# design 1

Figure 1. Ports around the boundary (design 1).
Pins as bars across the die edge, other pins in gray.
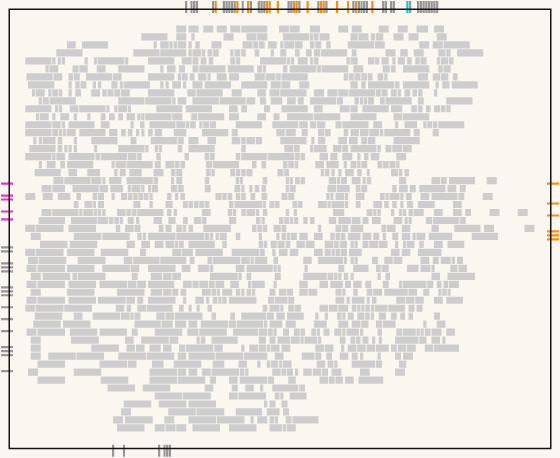

[src/rtl/cdpga_walk_check_if.sv]
// Pin-test checker bus: raw pins and clear go in, lock/position/error status comes out.
interface cdpga_walk_check_if #(
   parameter int WIDTH = 21
);
   logic [WIDTH-1:0] pins_in;
   logic             clear;
   logic             locked;
   logic [4:0]       pos;
   logic             err_pulse;
   logic [15:0]      err_count;
   logic             rot_done;
   logic [15:0]      rot_count;
   logic [WIDTH-1:0] fault_mask;
   logic             timeout_flag;

   modport master (
      output pins_in, clear,
      input  locked, pos, err_pulse, err_count, rot_done, rot_count, fault_mask, timeout_flag
   );

   modport slave (
      input  pins_in, clear,
      output locked, pos, err_pulse, err_count, rot_done, rot_count, fault_mask, timeout_flag
   );
endinterface

[src/rtl/cdpga_walk_check.sv]
// Far-end checker for a walking-zero pin test: filters the pins, follows the single low bit
// around the ring and records skips, bad patterns, stuck pins and stalls.
module cdpga_walk_check #(
   parameter int WIDTH          = 21,
   parameter int STABLE_CYCLES  = 4,
   parameter int TIMEOUT_CYCLES = 2**22
) (
   input logic               clk,
   input logic               rst_n,
   cdpga_walk_check_if.slave bus
);

   localparam int CW = $clog2(STABLE_CYCLES + 2);
   localparam int TW = $clog2(TIMEOUT_CYCLES + 1);
   localparam logic [CW-1:0] STABLE_N     = CW'(STABLE_CYCLES);
   localparam logic [TW-1:0] TIMEOUT_LAST = TW'(TIMEOUT_CYCLES - 1);
   localparam logic [4:0]    LAST_IDX     = 5'(WIDTH - 1);

   typedef enum logic {
      SEARCH,
      TRACK
   } state_t;

   state_t           state;
   logic [WIDTH-1:0] sync1;
   logic [WIDTH-1:0] sync2;
   logic [WIDTH-1:0] cand;
   logic [WIDTH-1:0] sv;
   logic [CW-1:0]    cnt;
   logic [CW-1:0]    cnt_next;
   logic             accept;
   logic             seen;
   logic             ev;

   logic [5:0]       zeros;
   logic [4:0]       idx;
   logic             valid;
   logic [4:0]       nxt;
   logic [WIDTH-1:0] expect_mask;
   logic [WIDTH-1:0] stuck_mask;

   logic [TW-1:0]    tcnt;
   logic             locked_r;
   logic [4:0]       pos_r;
   logic             err_pulse_r;
   logic [15:0]      err_count_r;
   logic             rot_done_r;
   logic [15:0]      rot_count_r;
   logic [WIDTH-1:0] fault_mask_r;
   logic             timeout_flag_r;

   // cnt saturates one above STABLE_N so a held value is accepted exactly once
   always_comb begin
      cnt_next = cnt;
      if (sync2 != cand) begin
         cnt_next = CW'(1);
      end else if (cnt <= STABLE_N) begin
         cnt_next = cnt + CW'(1);
      end
      accept = (cnt_next == STABLE_N);
   end

   always_ff @(posedge clk or negedge rst_n) begin
      if (!rst_n) begin
         sync1 <= '1;
         sync2 <= '1;
         cand  <= '1;
         sv    <= '1;
         cnt   <= '0;
         seen  <= 1'b0;
         ev    <= 1'b0;
      end else begin
         sync1 <= bus.pins_in;
         sync2 <= sync1;
         cand  <= sync2;
         cnt   <= cnt_next;
         ev    <= 1'b0;
         if (accept) begin
            sv   <= sync2;
            seen <= 1'b1;
            ev   <= (sync2 != sv) || !seen;
         end
      end
   end

   always_comb begin
      zeros = '0;
      idx   = '0;
      for (int i = 0; i < WIDTH; i++) begin
         if (!sv[i]) begin
            zeros = zeros + 6'd1;
            idx   = 5'(i);
         end
      end
      valid       = (zeros == 6'd1);
      nxt         = (pos_r == LAST_IDX) ? 5'd0 : pos_r + 5'd1;
      expect_mask = ~(WIDTH'(1) << nxt);
      stuck_mask  = ~sv & (WIDTH'(1) << pos_r);
   end

   // clear is applied last so it overrides any same-cycle update of the sticky status
   always_ff @(posedge clk or negedge rst_n) begin
      if (!rst_n) begin
         state          <= SEARCH;
         tcnt           <= '0;
         locked_r       <= 1'b0;
         pos_r          <= '0;
         err_pulse_r    <= 1'b0;
         err_count_r    <= '0;
         rot_done_r     <= 1'b0;
         rot_count_r    <= '0;
         fault_mask_r   <= '0;
         timeout_flag_r <= 1'b0;
      end else begin
         err_pulse_r <= 1'b0;
         rot_done_r  <= 1'b0;
         case (state)
            SEARCH: begin
               tcnt <= '0;
               if (ev && valid) begin
                  pos_r    <= idx;
                  locked_r <= 1'b1;
                  state    <= TRACK;
               end
            end
            TRACK: begin
               if (ev) begin
                  tcnt <= '0;
                  if (valid && (idx == nxt)) begin
                     pos_r <= nxt;
                     if (nxt == 5'd0) begin
                        rot_done_r  <= 1'b1;
                        rot_count_r <= rot_count_r + 16'd1;
                     end
                  end else begin
                     err_pulse_r  <= 1'b1;
                     if (err_count_r != 16'hFFFF) begin
                        err_count_r <= err_count_r + 16'd1;
                     end
                     fault_mask_r <= fault_mask_r | (sv ^ expect_mask);
                     locked_r     <= 1'b0;
                     state        <= SEARCH;
                  end
               end else if (tcnt == TIMEOUT_LAST) begin
                  tcnt           <= '0;
                  err_pulse_r    <= 1'b1;
                  if (err_count_r != 16'hFFFF) begin
                     err_count_r <= err_count_r + 16'd1;
                  end
                  timeout_flag_r <= 1'b1;
                  fault_mask_r   <= fault_mask_r | stuck_mask;
                  locked_r       <= 1'b0;
                  state          <= SEARCH;
               end else begin
                  tcnt <= tcnt + TW'(1);
               end
            end
            default: state <= SEARCH;
         endcase
         if (bus.clear) begin
            err_count_r    <= '0;
            rot_count_r    <= '0;
            fault_mask_r   <= '0;
            timeout_flag_r <= 1'b0;
         end
      end
   end

   assign bus.locked       = locked_r;
   assign bus.pos          = pos_r;
   assign bus.err_pulse    = err_pulse_r;
   assign bus.err_count    = err_count_r;
   assign bus.rot_done     = rot_done_r;
   assign bus.rot_count    = rot_count_r;
   assign bus.fault_mask   = fault_mask_r;
   assign bus.timeout_flag = timeout_flag_r;

endmodule

[src/flat_wrapper.sv]
// flat-port wrapper written by rule: the top's interface ports become plain ports
module cdpga_walk_check_flat 
#(
   parameter int WIDTH          = 21,
   parameter int STABLE_CYCLES  = 4,
   parameter int TIMEOUT_CYCLES = 2**22
)
  (clk, rst_n, bus_pins_in, bus_clear, bus_locked, bus_pos, bus_err_pulse, bus_err_count, bus_rot_done, bus_rot_count, bus_fault_mask, bus_timeout_flag);
  cdpga_walk_check_if #(.WIDTH(WIDTH)) bus_i ();
  input logic clk;
  input logic rst_n;
  input wire logic [$bits(bus_i.pins_in)-1:0] bus_pins_in;
  input wire logic [$bits(bus_i.clear)-1:0] bus_clear;
  output wire logic [$bits(bus_i.locked)-1:0] bus_locked;
  output wire logic [$bits(bus_i.pos)-1:0] bus_pos;
  output wire logic [$bits(bus_i.err_pulse)-1:0] bus_err_pulse;
  output wire logic [$bits(bus_i.err_count)-1:0] bus_err_count;
  output wire logic [$bits(bus_i.rot_done)-1:0] bus_rot_done;
  output wire logic [$bits(bus_i.rot_count)-1:0] bus_rot_count;
  output wire logic [$bits(bus_i.fault_mask)-1:0] bus_fault_mask;
  output wire logic [$bits(bus_i.timeout_flag)-1:0] bus_timeout_flag;
  assign bus_i.pins_in = bus_pins_in;
  assign bus_i.clear = bus_clear;
  assign bus_locked = bus_i.locked;
  assign bus_pos = bus_i.pos;
  assign bus_err_pulse = bus_i.err_pulse;
  assign bus_err_count = bus_i.err_count;
  assign bus_rot_done = bus_i.rot_done;
  assign bus_rot_count = bus_i.rot_count;
  assign bus_fault_mask = bus_i.fault_mask;
  assign bus_timeout_flag = bus_i.timeout_flag;
  cdpga_walk_check #(.WIDTH(WIDTH), .STABLE_CYCLES(STABLE_CYCLES), .TIMEOUT_CYCLES(TIMEOUT_CYCLES)) u_core (.clk(clk), .rst_n(rst_n), .bus(bus_i));
endmodule
[config.mk]
export PLATFORM = sky130hd
export DESIGN_NAME = cdpga_walk_check_flat
export DESIGN_NICKNAME = d
export VERILOG_FILES = /design/src/rtl/cdpga_walk_check_if.sv /design/src/rtl/cdpga_walk_check.sv /design/src/flat_wrapper.sv
export SDC_FILE = /design/constraint.sdc
export NUM_CORES = 1
export LEC_CHECK = 0
export CAP_MARGIN = 20
export CORE_ASPECT_RATIO = 0.8
export CORE_MARGIN = 5
export CORE_UTILIZATION = 45
export DETAILED_ROUTE_END_ITERATION = 12
export HOLD_SLACK_MARGIN = 0.12
export PLACE_DENSITY = 0.7
export RECOVER_POWER = 25
export SYNTH_ARGS = -nofsm -noshare
export SYNTH_HDL_FRONTEND = slang
export SYNTH_SLANG_ARGS = --single-unit
[constraint.sdc]
create_clock -name clk -period 39.3 [get_ports clk]
set_input_delay 7.86 -clock clk [delete_from_list [all_inputs] [get_ports clk]]
set_output_delay 7.86 -clock clk [all_outputs]
set_load 0.01 [all_outputs]
# design 2

### config.mk
export PLATFORM = sky130hd
export DESIGN_NAME = fitness_eval
export DESIGN_NICKNAME = d
export VERILOG_FILES = /design/src/rtl/fitness_eval.sv
export SDC_FILE = /design/constraint.sdc
export NUM_CORES = 1
export LEC_CHECK = 0
export CAP_MARGIN = 20
export CORE_UTILIZATION = 52
export CTS_BUF_LIST = sky130_fd_sc_hd__clkbuf_8
export DETAILED_ROUTE_END_ITERATION = 8
export GPL_TIMING_DRIVEN = 0
export HOLD_SLACK_MARGIN = 0.06
export PLACE_DENSITY_LB_ADDON = 0.08
export SLEW_MARGIN = 25
export SYNTH_ARGS = -nofsm -noshare
export SYNTH_HDL_FRONTEND = slang
export SYNTH_SLANG_ARGS = --single-unit
### constraint.sdc
create_clock -name clk -period 7.8 [get_ports clk]
set_input_delay 1.17 -clock clk [delete_from_list [all_inputs] [get_ports clk]]
set_output_delay 1.17 -clock clk [all_outputs]
set_load 0.05 [all_outputs]
### src/rtl/fitness_eval.sv
// Fitness evaluator: sweeps every input vector through the evolvable array and counts output bits matching the target ROM.
// Optional early abort on excessive mismatches is enabled by defining FIT_EARLY_ABORT_EN.
module fitness_eval #(
  parameter int IN_W    = 8,
  parameter int OUT_W   = 4,
  parameter int SCORE_W = 11
) (
  input  logic               clk,
  input  logic               rst,
  input  logic               start,
  output logic               busy,
  output logic               done,
  output logic [SCORE_W-1:0] score,
  output logic               perfect,
  output logic [IN_W-1:0]    chromIn,
  input  logic [OUT_W-1:0]   chromOut,
  output logic [IN_W-1:0]    tgt_addr,
  input  logic [OUT_W-1:0]   tgt_data
`ifdef FIT_EARLY_ABORT_EN
  ,
  input  logic [SCORE_W-1:0] abort_thr,
  output logic               aborted
`endif
);

  typedef enum logic [1:0] {IDLE, RUN, DRAIN, DONE} state_t;

  localparam logic [SCORE_W-1:0] FULL_SCORE = SCORE_W'((2 ** IN_W) * OUT_W);

  state_t             state, state_next;
  logic [OUT_W-1:0]   out_q;
  logic               cmp_valid;
  logic [SCORE_W-1:0] score_next;
  logic               last_vec;
  logic               accept;
  logic               abort_hit;

  function automatic logic [SCORE_W-1:0] popcount(input logic [OUT_W-1:0] v);
    logic [SCORE_W-1:0] n;
    n = '0;
    for (int i = 0; i < OUT_W; i++) n = n + SCORE_W'(v[i]);
    return n;
  endfunction

  assign tgt_addr = chromIn;
  assign last_vec = (chromIn == {IN_W{1'b1}});
  assign accept   = (state == IDLE) && start;

  // out_q lags chromIn by one cycle, lining it up with the synchronous ROM word
  always_comb begin
    score_next = score;
    if (cmp_valid) score_next = score + popcount(~(out_q ^ tgt_data));
  end

`ifdef FIT_EARLY_ABORT_EN
  logic [SCORE_W-1:0] miss_cnt, miss_next;

  always_comb begin
    miss_next = miss_cnt;
    if (cmp_valid) miss_next = miss_cnt + popcount(out_q ^ tgt_data);
  end

  assign abort_hit = cmp_valid && (miss_next > abort_thr);

  always_ff @(posedge clk) begin
    if (rst) begin
      miss_cnt <= '0;
      aborted  <= 1'b0;
    end else if (accept) begin
      miss_cnt <= '0;
      aborted  <= 1'b0;
    end else begin
      miss_cnt <= miss_next;
      if (abort_hit) aborted <= 1'b1;
    end
  end
`else
  assign abort_hit = 1'b0;
`endif

  always_comb begin
    state_next = state;
    busy       = 1'b0;
    done       = 1'b0;
    case (state)
      IDLE:  if (start) state_next = RUN;
      RUN: begin
        busy = 1'b1;
        if (abort_hit)     state_next = DONE;
        else if (last_vec) state_next = DRAIN;
      end
      DRAIN: begin
        busy       = 1'b1;
        state_next = DONE;
      end
      DONE: begin
        done       = 1'b1;
        state_next = IDLE;
      end
      default: state_next = IDLE;
    endcase
  end

  // An abort clears cmp_valid so the vector already captured in out_q is never scored
  always_ff @(posedge clk) begin
    if (rst) begin
      state     <= IDLE;
      chromIn   <= '0;
      out_q     <= '0;
      cmp_valid <= 1'b0;
      score     <= '0;
      perfect   <= 1'b0;
    end else begin
      state     <= state_next;
      out_q     <= chromOut;
      cmp_valid <= (state == RUN) && !abort_hit;
      if (accept) begin
        chromIn <= '0;
        score   <= '0;
        perfect <= 1'b0;
      end else begin
        if (state == RUN) chromIn <= abort_hit ? '0 : chromIn + 1'b1;
        score <= score_next;
        if (state == DRAIN || abort_hit)
          perfect <= !abort_hit && (score_next == FULL_SCORE);
      end
    end
  end

endmodule

# design 3

--- src/rtl/frame_tx_pkg.sv ---
// rtl/frame_tx_pkg.sv - host protocol framing constants and crc16 byte update
package frame_tx_pkg;

  localparam logic [7:0]  FRAME_SYNC     = 8'h7e;
  localparam int          FRAME_OVERHEAD = 5;
  localparam int          MAX_FRAME      = 64;
  localparam logic [3:0]  SEQ_HI         = 4'h1;
  localparam logic [15:0] CRC16_INIT     = 16'hffff;

  // One byte of the host crc16; shared by the transmit and receive framers.
  function automatic logic [15:0] crc16_update(input logic [15:0] crc, input logic [7:0] b);
    logic [7:0] d;
    d = b ^ crc[7:0];
    d = d ^ (d << 4);
    return {d, crc[15:8]} ^ {12'h000, d[7:4]} ^ {5'b00000, d, 3'b000};
  endfunction

endpackage

--- src/rtl/frame_crc16.sv ---
// rtl/frame_crc16.sv - registered crc16 accumulator with init and byte update
module frame_crc16
  import frame_tx_pkg::*;
(
  input  logic        clk,
  input  logic        rst_n,
  input  logic        init,
  input  logic        update,
  input  logic [7:0]  data,
  output logic [15:0] value
);

  // Restart on init, otherwise fold in one byte per update strobe.
  always_ff @(posedge clk or negedge rst_n) begin
    if (!rst_n) begin
      value <= CRC16_INIT;
    end else if (init) begin
      value <= CRC16_INIT;
    end else if (update) begin
      value <= crc16_update(value, data);
    end
  end

endmodule

--- src/rtl/frame_tx.sv ---
// rtl/frame_tx.sv - wraps responses into len/seq/payload/crc16/sync frames for the UART
module frame_tx
  import frame_tx_pkg::*;
#(
  parameter int         LEN_BITS    = 8,
  parameter int         MAX_PAYLOAD = MAX_FRAME - FRAME_OVERHEAD,
  parameter logic [7:0] SYNC_BYTE   = FRAME_SYNC
) (
  input  logic                clk,
  input  logic                rst_n,
  input  logic [LEN_BITS-1:0] len_fifo_data,
  input  logic                len_fifo_empty,
  output logic                len_fifo_rd_en,
  input  logic [7:0]          ring_data,
  input  logic                ring_empty,
  output logic                ring_rd_en,
  input  logic [3:0]          seq,
  output logic [7:0]          tx_data,
  output logic                tx_valid,
  input  logic                tx_ready,
  output logic                frame_done,
  output logic                err_overlong
);

  // The *_POP states are the cycle the registered rd_en pulse is high; the
  // popped data is valid in the following *_WAIT state.
  typedef enum logic [3:0] {
    S_IDLE,
    S_LEN_POP,
    S_LEN_WAIT,
    S_HDR_LEN,
    S_HDR_SEQ,
    S_PAY_RD,
    S_PAY_POP,
    S_PAY_WAIT,
    S_PAY_SEND,
    S_CRC_HI,
    S_CRC_LO,
    S_SYNC,
    S_DISCARD
  } state_t;

  state_t              state;
  logic [LEN_BITS-1:0] remaining;
  logic [3:0]          seq_q;
  logic [7:0]          byte_q;
  logic                crc_init;
  logic                crc_update;
  logic [15:0]         crc_value;

  // crc covers only the header and payload bytes, folded in as they transfer.
  assign crc_init   = (state == S_LEN_WAIT);
  assign crc_update = tx_valid && tx_ready &&
                      ((state == S_HDR_LEN) || (state == S_HDR_SEQ) || (state == S_PAY_SEND));

  frame_crc16 u_crc (
    .clk    (clk),
    .rst_n  (rst_n),
    .init   (crc_init),
    .update (crc_update),
    .data   (byte_q),
    .value  (crc_value)
  );

  // crc bytes come straight from the accumulator, which is frozen in those states.
  always_comb begin
    tx_data = byte_q;
    if (state == S_CRC_HI) begin
      tx_data = crc_value[15:8];
    end else if (state == S_CRC_LO) begin
      tx_data = crc_value[7:0];
    end
  end

  // Frame sequencer: pops, header/payload/trailer emission and overlong discard.
  always_ff @(posedge clk or negedge rst_n) begin
    if (!rst_n) begin
      state          <= S_IDLE;
      remaining      <= '0;
      seq_q          <= 4'h0;
      byte_q         <= 8'h00;
      tx_valid       <= 1'b0;
      len_fifo_rd_en <= 1'b0;
      ring_rd_en     <= 1'b0;
      frame_done     <= 1'b0;
      err_overlong   <= 1'b0;
    end else begin
      len_fifo_rd_en <= 1'b0;
      ring_rd_en     <= 1'b0;
      frame_done     <= 1'b0;
      err_overlong   <= 1'b0;
      case (state)
        S_IDLE: begin
          if (!len_fifo_empty) begin
            len_fifo_rd_en <= 1'b1;
            state          <= S_LEN_POP;
          end
        end
        S_LEN_POP: begin
          state <= S_LEN_WAIT;
        end
        S_LEN_WAIT: begin
          remaining <= len_fifo_data;
          seq_q     <= seq;
          if (int'(len_fifo_data) > MAX_PAYLOAD) begin
            err_overlong <= 1'b1;
            state        <= S_DISCARD;
          end else begin
            byte_q   <= 8'(len_fifo_data) + 8'(FRAME_OVERHEAD);
            tx_valid <= 1'b1;
            state    <= S_HDR_LEN;
          end
        end
        S_HDR_LEN: begin
          if (tx_ready) begin
            byte_q <= {SEQ_HI, seq_q};
            state  <= S_HDR_SEQ;
          end
        end
        S_HDR_SEQ: begin
          if (tx_ready) begin
            if (remaining == '0) begin
              state <= S_CRC_HI;
            end else begin
              tx_valid <= 1'b0;
              state    <= S_PAY_RD;
            end
          end
        end
        S_PAY_RD: begin
          if (!ring_empty) begin
            ring_rd_en <= 1'b1;
            state      <= S_PAY_POP;
          end
        end
        S_PAY_POP: begin
          state <= S_PAY_WAIT;
        end
        S_PAY_WAIT: begin
          byte_q   <= ring_data;
          tx_valid <= 1'b1;
          state    <= S_PAY_SEND;
        end
        S_PAY_SEND: begin
          if (tx_ready) begin
            remaining <= remaining - 1'b1;
            if (remaining == LEN_BITS'(1)) begin
              state <= S_CRC_HI;
            end else begin
              tx_valid <= 1'b0;
              state    <= S_PAY_RD;
            end
          end
        end
        S_CRC_HI: begin
          if (tx_ready) begin
            state <= S_CRC_LO;
          end
        end
        S_CRC_LO: begin
          if (tx_ready) begin
            byte_q <= SYNC_BYTE;
            state  <= S_SYNC;
          end
        end
        S_SYNC: begin
          if (tx_ready) begin
            tx_valid   <= 1'b0;
            frame_done <= 1'b1;
            state      <= S_IDLE;
          end
        end
        S_DISCARD: begin
          // Pulse every other cycle at most so pops are never back to back.
          if (remaining == '0) begin
            state <= S_IDLE;
          end else if (!ring_rd_en && !ring_empty) begin
            ring_rd_en <= 1'b1;
            remaining  <= remaining - 1'b1;
          end
        end
        default: begin
          state    <= S_IDLE;
          tx_valid <= 1'b0;
        end
      endcase
    end
  end

endmodule

--- config.mk ---
export PLATFORM = sky130hd
export DESIGN_NAME = frame_tx
export DESIGN_NICKNAME = d
export VERILOG_FILES = /design/src/rtl/frame_tx_pkg.sv /design/src/rtl/frame_crc16.sv /design/src/rtl/frame_tx.sv
export SDC_FILE = /design/constraint.sdc
export NUM_CORES = 1
export LEC_CHECK = 0
export ABC_CLOCK_PERIOD_IN_PS = 2009
export CAP_MARGIN = 10
export CORE_MARGIN = 2
export CORE_UTILIZATION = 50
export DETAILED_ROUTE_END_ITERATION = 8
export PLACE_DENSITY = 0.75
export SLEW_MARGIN = 10
export SYNTH_ARGS = -nofsm -noshare
export SYNTH_HDL_FRONTEND = slang
export SYNTH_SLANG_ARGS = --single-unit
--- constraint.sdc ---
create_clock -name clk -period 2.01 [get_ports clk]
set_clock_uncertainty 0.15 [all_clocks]
set_input_delay 0.402 -clock clk [delete_from_list [all_inputs] [get_ports clk]]
set_output_delay 0.402 -clock clk [all_outputs]
set_load 0.02 [all_outputs]
# design 4

### src/rtl/fetch_unit.sv
// fetch_unit: instruction fetch stage feeding the decode unit.
// Holds the fetch PC and issues one 16-bit read at a time to instruction
// memory (req/ack/rvalid).  Returned words go into a small FIFO of
// {pc, instr} that is presented to decode with a valid/ready handshake.
// A redirect (PC_load) reloads the PC, flushes the FIFO and discards any
// read still in flight.
//
// Ports:
//   clk, rst_n                 clock, asynchronous active-low reset
//   imem_req/addr/ack          read request channel to instruction memory
//   imem_rvalid/rdata          read response channel
//   COMMAND/cmd_pc/cmd_valid   queue head to decode; cmd_ready pops it
//   PC_load/pc_target          redirect request and target address
//   perf_fetched/perf_bubble   saturating counters (FETCH_PERF_EN only)
//
// Optional feature: define FETCH_PERF_EN to add the performance counters.
module fetch_unit #(
    parameter int unsigned          ADDR_W   = 16,
    parameter logic [ADDR_W-1:0]    RESET_PC = '0,
    parameter int unsigned          QDEPTH   = 2
) (
    input  logic              clk,
    input  logic              rst_n,
    output logic              imem_req,
    output logic [ADDR_W-1:0] imem_addr,
    input  logic              imem_ack,
    input  logic              imem_rvalid,
    input  logic [15:0]       imem_rdata,
    output logic [15:0]       COMMAND,
    output logic              cmd_valid,
    input  logic              cmd_ready,
    output logic [ADDR_W-1:0] cmd_pc,
    input  logic              PC_load,
    input  logic [ADDR_W-1:0] pc_target
`ifdef FETCH_PERF_EN
    ,
    output logic [31:0]       perf_fetched,
    output logic [31:0]       perf_bubble
`endif
);

    // QDEPTH is 2 or 4, so pointers wrap naturally at their width.
    localparam int unsigned PTR_W = (QDEPTH > 2) ? 2 : 1;
    localparam int unsigned CNT_W = PTR_W + 1;
    localparam logic [CNT_W-1:0] DEPTH_C = CNT_W'(QDEPTH);

    typedef enum logic [1:0] {
        S_REQ  = 2'd0,
        S_WAIT = 2'd1,
        S_DROP = 2'd2
    } state_t;

    state_t            r_state;
    state_t            w_state_nxt;
    logic [ADDR_W-1:0] r_pc;
    logic [ADDR_W-1:0] r_req_pc;
    logic              r_started;
    logic [15:0]       r_q_instr [QDEPTH];
    logic [ADDR_W-1:0] r_q_pc    [QDEPTH];
    logic [PTR_W-1:0]  r_rd_ptr;
    logic [PTR_W-1:0]  r_wr_ptr;
    logic [CNT_W-1:0]  r_count;
    logic              w_req;
    logic              w_ack_fire;
    logic              w_push;
    logic              w_pop;

    // State register.
    always_ff @(posedge clk or negedge rst_n) begin
        if (!rst_n) r_state <= S_REQ;
        else        r_state <= w_state_nxt;
    end

    // Next state and handshake decode. Nothing is outstanding in S_REQ, so
    // the occupancy guard reduces to the queue count there.
    always_comb begin
        w_state_nxt = r_state;
        w_req       = 1'b0;
        w_ack_fire  = 1'b0;
        w_push      = 1'b0;
        case (r_state)
            S_REQ: begin
                w_req      = r_started && (r_count < DEPTH_C);
                w_ack_fire = w_req && imem_ack;
                if (PC_load)         w_state_nxt = w_ack_fire ? S_DROP : S_REQ;
                else if (w_ack_fire) w_state_nxt = S_WAIT;
            end
            S_WAIT: begin
                w_push = imem_rvalid && !PC_load;
                if (PC_load)          w_state_nxt = imem_rvalid ? S_REQ : S_DROP;
                else if (imem_rvalid) w_state_nxt = S_REQ;
            end
            S_DROP: begin
                // The flushed read completes here; a redirect alone stays put.
                if (imem_rvalid) w_state_nxt = S_REQ;
            end
            default: w_state_nxt = S_REQ;
        endcase
    end

    assign w_pop = (r_count != '0) && cmd_ready;

    // PC, request address capture and instruction queue.
    always_ff @(posedge clk or negedge rst_n) begin
        if (!rst_n) begin
            r_started <= 1'b0;
            r_pc      <= RESET_PC;
            r_req_pc  <= '0;
            r_rd_ptr  <= '0;
            r_wr_ptr  <= '0;
            r_count   <= '0;
            for (int unsigned i = 0; i < QDEPTH; i++) begin
                r_q_instr[i] <= '0;
                r_q_pc[i]    <= '0;
            end
        end else begin
            r_started <= 1'b1;
            if (PC_load)         r_pc <= pc_target;
            else if (w_ack_fire) r_pc <= r_pc + ADDR_W'(1);
            if (w_ack_fire) r_req_pc <= r_pc;

            if (PC_load) begin
                r_rd_ptr <= '0;
                r_wr_ptr <= '0;
                r_count  <= '0;
            end else begin
                if (w_push) begin
                    r_q_instr[r_wr_ptr] <= imem_rdata;
                    r_q_pc[r_wr_ptr]    <= r_req_pc;
                    r_wr_ptr            <= r_wr_ptr + PTR_W'(1);
                end
                if (w_pop) r_rd_ptr <= r_rd_ptr + PTR_W'(1);
                case ({w_push, w_pop})
                    2'b10:   r_count <= r_count + CNT_W'(1);
                    2'b01:   r_count <= r_count - CNT_W'(1);
                    default: r_count <= r_count;
                endcase
            end
        end
    end

    assign imem_req  = w_req;
    assign imem_addr = r_pc;
    assign COMMAND   = r_q_instr[r_rd_ptr];
    assign cmd_pc    = r_q_pc[r_rd_ptr];
    assign cmd_valid = (r_count != '0);

`ifdef FETCH_PERF_EN
    // Saturating pop and bubble counters.
    always_ff @(posedge clk or negedge rst_n) begin
        if (!rst_n) begin
            perf_fetched <= '0;
            perf_bubble  <= '0;
        end else begin
            if (w_pop && (perf_fetched != '1))
                perf_fetched <= perf_fetched + 32'd1;
            if (!cmd_valid && cmd_ready && (perf_bubble != '1))
                perf_bubble <= perf_bubble + 32'd1;
        end
    end
`endif

endmodule

### config.mk
export PLATFORM = sky130hd
export DESIGN_NAME = fetch_unit
export DESIGN_NICKNAME = d
export VERILOG_FILES = /design/src/rtl/fetch_unit.sv
export SDC_FILE = /design/constraint.sdc
export NUM_CORES = 1
export LEC_CHECK = 0
export ABC_AREA = 0
export CAP_MARGIN = 20
export CORE_MARGIN = 2
export CORE_UTILIZATION = 56
export DETAILED_ROUTE_END_ITERATION = 6
export PLACE_DENSITY = 0.92
export SLEW_MARGIN = 25
export SYNTH_ARGS = -nofsm -noshare
export SYNTH_HDL_FRONTEND = slang
export SYNTH_SLANG_ARGS = --single-unit
export TNS_END_PERCENT = 50
### constraint.sdc
create_clock -name clk -period 3.34 [get_ports clk]
set_input_delay 0.668 -clock clk [delete_from_list [all_inputs] [get_ports clk]]
set_output_delay 0.668 -clock clk [all_outputs]
set_load 0.02 [all_outputs]
Figure 2. Cell area per tile (design 1).
18 x 15 tiles, from white (low) to dark blue (high), 0 to 100% covered.
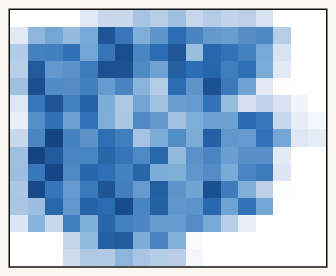
- nearly empty tiles: 19%
- mean over tiles: 44%
- fullest tile: 93%
Core Region: 24120 um2
Core Util, Final: 51.93%

About Figure 1:
- orange: bus_fault_mask (pins 21; direction output; edge 15 top, 6 right)
- cyan: clk (pins 1; direction input; edge top)
- magenta: bus_pos (pins 5; direction output; edge left)
die width: 184.1 um
port bufs: 85
Die Height: 149.3 um

==> CHANGELOG.md, design 1 <==
## Implementation

- Power Clock: 0.162 mW
- Largest net degree at the start of global routing: 107
- # hold bufs at CTS: 0
- Minimum clock period: 14.38 ns
- R2R depth: 72
- Global route overflow: 0
- TritonCTS clock tree: done
- Flip-flops with a built-in enable: 0
- Clock power frac: 44.9%
- Fin cells: 1545
- P_seq: 0.188 mW
- Flop share of the area: 35.80%
- Fp util: 45.23%
- Hold Path Origin: u_core.sync1[6]
- Signal buf overhead: 7.121%
- First-pass GRT wire length: 43010 um
- Register share after synthesis: 41.10%
- Combinational power share: 2.7%
- Part of the cycle the worst path needs: 36.58%
- Clk pin slew, worst setup/hold paths: 0.08 ns
- Pwr Density: 28.74 nW/um2
- Placed Cells: 1513
- HP Class: reg2reg
- Worst R2R End: u_core.bus.rot_count[11]
- Gr usage total: 19.30%
- WL per Instance: 16.91 um
- Register area: 4484 um2
- Area fraction in compound gates: 13.38%
- Slew margin rel.: 7.446%
- Status: completed
- Final net count: 1269
- Via/cell ratio: 5.560
- Design Area, Final: 12530 um2
- CP Launch Type: flip-flop
- Cell mode on critical path: ha_1
- Largest cells by area after synthesis: dfrtp_1 21%, dfstp_2 20%, xnor2_1 6.1%
- Most instantiated cells after synthesis: 112 x nor2_1, 91 x dfrtp_1, 84 x dfstp_2, 79 x nand2_1, 76 x xnor2_1
- Buf/Inv on CP: 4
- Ys async rst share: 100.0%
- WL met3: 1540 um
- Flop count: 175
- Worst vdd ir: 0.04988 mV
- Flops after synth: 175
- Total Wirelength: 26130 um
- Share of layout cells above drive strength 1: 11.08%
- Int Pwr: 0.2764 mW
- Htree depth: 4
- Setup_tns: 0 ns
- Critical Path End Type: flip-flop
- Most Crowded Layer GR: met2
- Ports: 86
- Die ar.: 27480 um2
- Mux frac, synth: 2.798%
- Antenna violations before repair: 0
- Largest class: multi-input combinational cells
- DP HPWL: 19270 um
- Multi-input gate count: 888
- M1 wire length: 12320 um
- Tool warnings: 34
- Sequential fraction of design power: 52.3%
- Slowest-stage cell, CP: dfstp_2
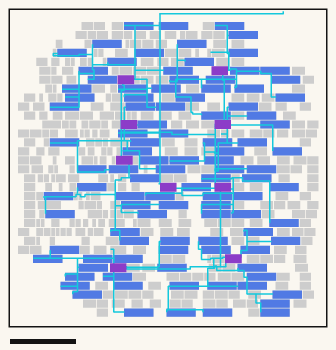
Figure 3: design 4, clock distribution.
Bar = 20 um.
- purple: cells driving clock nets (count 9)
- blue: flip-flops (count 103)
- cyan: clock wires (length 1100 um)
- routed clock nets: 10
- flops lie: widely spread
clk_skew: 0.01593 ns
Clock power frac: 20.2%

==> CHANGELOG.md, design 4 <==
## Implementation

- Switching share of power: 30.56%
- Htree depth: 3
- Port bufs: 87
- Mux frac, synth: 27.83%
- Clk pin slew, worst setup/hold paths: 0.10 ns
- Met3 Track Usage GR: 4.933%
- Cell chain of the critical path: or2_1 -> nor3b_1 -> clkdlybuf4s50_1
- Worst Path Required: 2.67 ns
- Flop count: 103
- Setup_tns: 0 ns
- Max FO, Critical Path: 10
- P_leak: 2.560 nW
- Register area: 2577 um2
- Worst endpoint data arrival time: 2.10 ns
- Die ar.: 9213 um2
- Int Pwr: 2.407 mW
- Layout area overhead: 23.42%
- Ys async rst share: 100.0%
- Crit path max-delay family: simple AND/OR/NAND/NOR gates
- Core Region: 8217 um2
- Fp util: 57.67%
- Worst R2R End: r_q_instr[17]
- Worst Hold Slack: 0.3308 ns
- WL per Instance: 17.50 um
- Adder-cell area share of the yosys netlist: 0.2641%
- Average size of a mapped cell: 13.31 um2
- Ant. Diodes: 0
- DP HPWL: 6595 um
- Met2 Track Usage GR: 37.04%
- Area leader, netlist: dfrtp_1
- Power Clock: 0.700 mW
- Logic power comb: 1.11 mW
- Status: completed
- Worst r2r src: r_state[1]
- Setup crit start: r_state[0]
- Inverter count: 3
- Minimum clock period: 2.764 ns
- Clock-cell share of area: 3.017%
- Register share after synthesis: 54.40%
- Worst vdd ir: 0.2354 mV
- Top-area cell share: 54.40%
- Unrepaired setup endpoints after global routing: no
- Buf/Inv on CP: 1
- Share of layout cells above drive strength 1: 31.61%
- R2R setup slack: 1.38 ns
- Part of the cycle the worst path needs: 82.76%
- Slowest-stage cell, CP: clkdlybuf4s50_1
- Design Area, Final: 5848 um2
- Slew margin rel.: 50.99%
- Slew Limit Fails: 0
Figure 4. Placed standard cells (design 3).
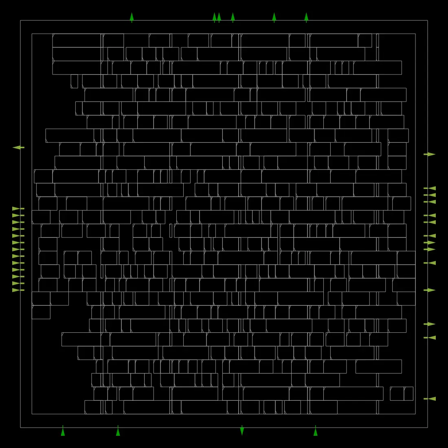
fin cells: 507
Tapcells: 75
flop count: 45
flop share of the area: 25.26%
filler cell count: 354

==> CHANGELOG.md, design 3 <==
## Implementation

- Status: finished with violations
- Failing checks: negative setup slack
- Rows: 28
- Hold Fails Final Rpt: 0
- Main synth FF type: dfrtp_1
- Final net count: 459
- Layout area overhead: 50.87%
- Post-CTS Repair Setup Buffers: 9
- Cell count listed in synth_stat.txt: 333
- Worst endpoint data arrival time: 1.72 ns
- Starting DRT DRC Count: 250
- Yosys warns: 0
- Signal buf overhead: 25.14%
- Register share after synthesis: 38.10%
- Router iterations before antenna repair: 7
- Port bufs: 37
- DP HPWL: 5485 um
- Max FO, Critical Path: 8
- Setup violations, final: 22
- Fin worst setup slack: -0.2591 ns
- Max incr delay on CP: 0.45 ns
- Largest Register: u_crc.value
- Worst R2R End: tx_valid
- Average size of a mapped cell: 9.033 um2
- Placed Cells: 474
- Clk pin slew, worst setup/hold paths: 0.11 ns
- Largest net degree at the start of global routing: 46
- Critical Path End Type: primary output
- Fmax: 440.7 MHz
- Top-area cell share: 24.13%
- CP Launch Type: flip-flop
- Largest cells by area after synthesis: dfrtp_1 24%, dfstp_2 14%, xnor2_1 5.2%
- Flip-flops with a built-in enable: 0
- Area post-placement: 3809 um2
- P_leak: 1.905 nW
- Unrepaired setup endpoints after global routing: yes
- GP Congestion: 0.8473
- Mux frac, synth: 7.238%
- Tool warnings: 30
- Slew Limit Fails: 0
- Part of the cycle the worst path needs: 112.9%
- Met2 WL post-DR: 4627 um
Figure 5. Clock distribution (design 2).
Bar = 20 um.
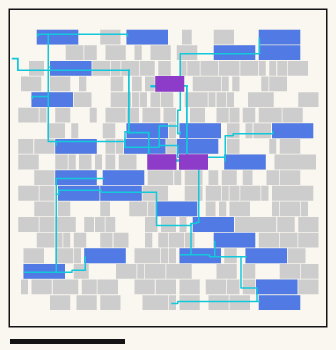
- cyan: clock wires (length 320 um)
- purple: cells driving clock nets (count 3)
- blue: flip-flops (count 27)
- flops lie: widely spread
- routed clock nets: 4
clk latency late pin: 0.27 ns
clk_skew: 0.002494 ns
Clock power frac: 18.9%
Power Clock: 0.0784 mW

Figure 6. Ports around the boundary (design 2).
Pins as bars across the die edge, other pins in gray.
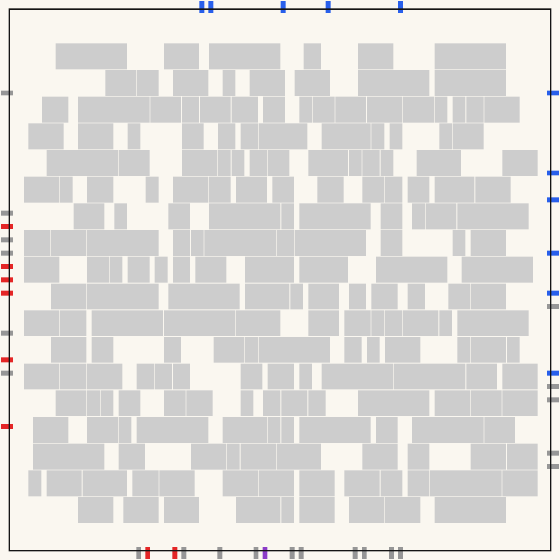
- purple: rst (pins 1; direction input; edge bottom)
- blue: score (pins 11; direction output; edge 6 right, 5 top)
- red: chromIn (pins 8; direction output; edge 6 left, 2 bottom)
- all pins by edge: 13 bottom, 12 left, 11 right, 5 top
Die Height: 55.04 um
port bufs: 40
die width: 55.04 um

==> CHANGELOG.md, design 2 <==
## Implementation

- Status: completed
- Clock sinks: 27
- Area leader, netlist: dfxtp_1
- Pwr Density: 213.2 nW/um2
- Comb area leader: simple AND/OR/NAND/NOR gates
- Worst r2r src: score[0]
- Minimum clock period: 4.068 ns
- Flop count: 27
- Crit path max-delay family: adder cells
- Design Area, Final: 1946 um2
- Ys async rst share: 0%
- Top sig layer: met4
- Share of layout cells above drive strength 1: 9.223%
- Largest net degree at the start of global routing: 15
- TritonCTS clock tree: done
- Yosys Chip Area: 1463 um2
- Area post-placement: 1901 um2
- Fp util: 56.97%
- Tapcells: 30
- Signal buf overhead: 24.76%
- Slew margin rel.: 65.82%
- Cell chain of the critical path: clkdlybuf4s50_1 -> xor2_1 -> fa_1 -> inv_1 -> fa_1 -> fa_1 -> nand2_1 -> mux2_2 -> o22ai_1 -> nor4b_1 -> a31o_1
- ANT nets after route: 0
- WS Path Type: in2reg
- Fmax: 245.8 MHz
- Hold path cells: 2
- Setup_tns: 0 ns
- Comb/total area: 42.06%
- DP HPWL: 2360 um
- Nonclk buf count: 53
- Rows: 18
- Post-Syn Instances: 162
- Hold Path Origin: chromIn[7]
- Post-synthesis xor/xnor area fraction: 10.78%
- Unrepaired setup endpoints after global routing: no
- Max_cap viols: 0
- Flops after synth: 27
- Inverter count: 6
- Largest class: multi-input combinational cells
- Main synth FF type: dfxtp_1
- Fin worst setup slack: 3.732 ns
- Antenna violations before repair: 0
- Top-area cell share: 36.95%
- Part of the cycle the worst path needs: 52.15%
- Instance count on the critical path: 11
- WL per Instance: 13.16 um
- Register share after synthesis: 36.95%
- Number of CTS-inserted buffers: 3
- Largest regs: score (11), chromIn (8), out_q (4)
- Setup crit end: perfect
- Placed Cells: 232


## Gallery

Cell area per tile.
picture 1
11 x 11 tiles, from white (low) to dark blue (high), 0 to 100% covered.
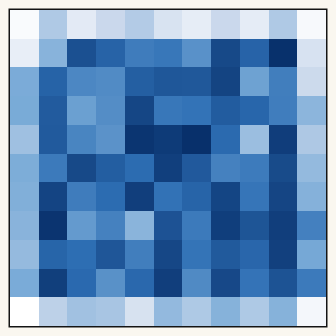
picture 2
10 x 10 tiles, from white (low) to dark blue (high), 0 to 100% covered.
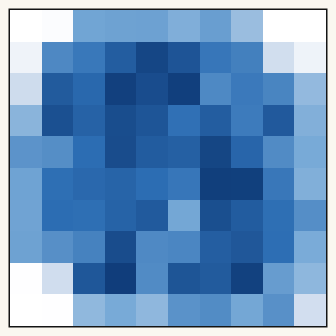
picture 3
8 x 8 tiles, from white (low) to dark blue (high), 0 to 100% covered.
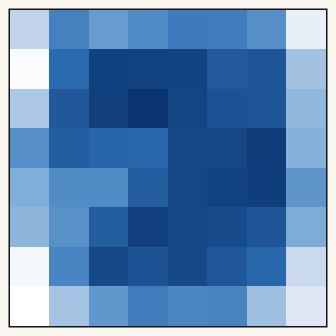
design 2: picture 1
design 4: picture 2
design 3: picture 3


==> screenshots <==
Placed standard cells.
(a)
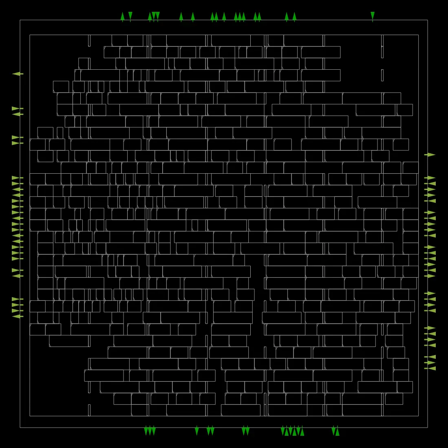
(b)
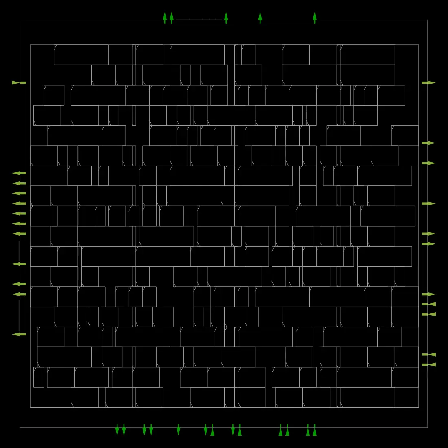
(c)
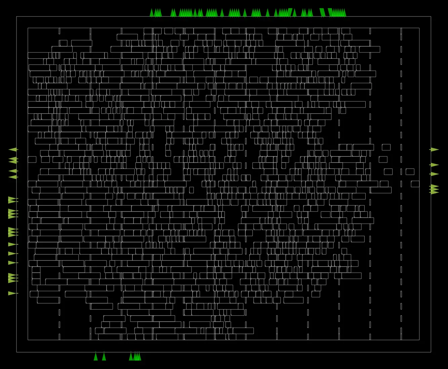
design 4: (a)
design 1: (c)
design 2: (b)

No activity file was given, so power comes from the tool's default toggle rates.
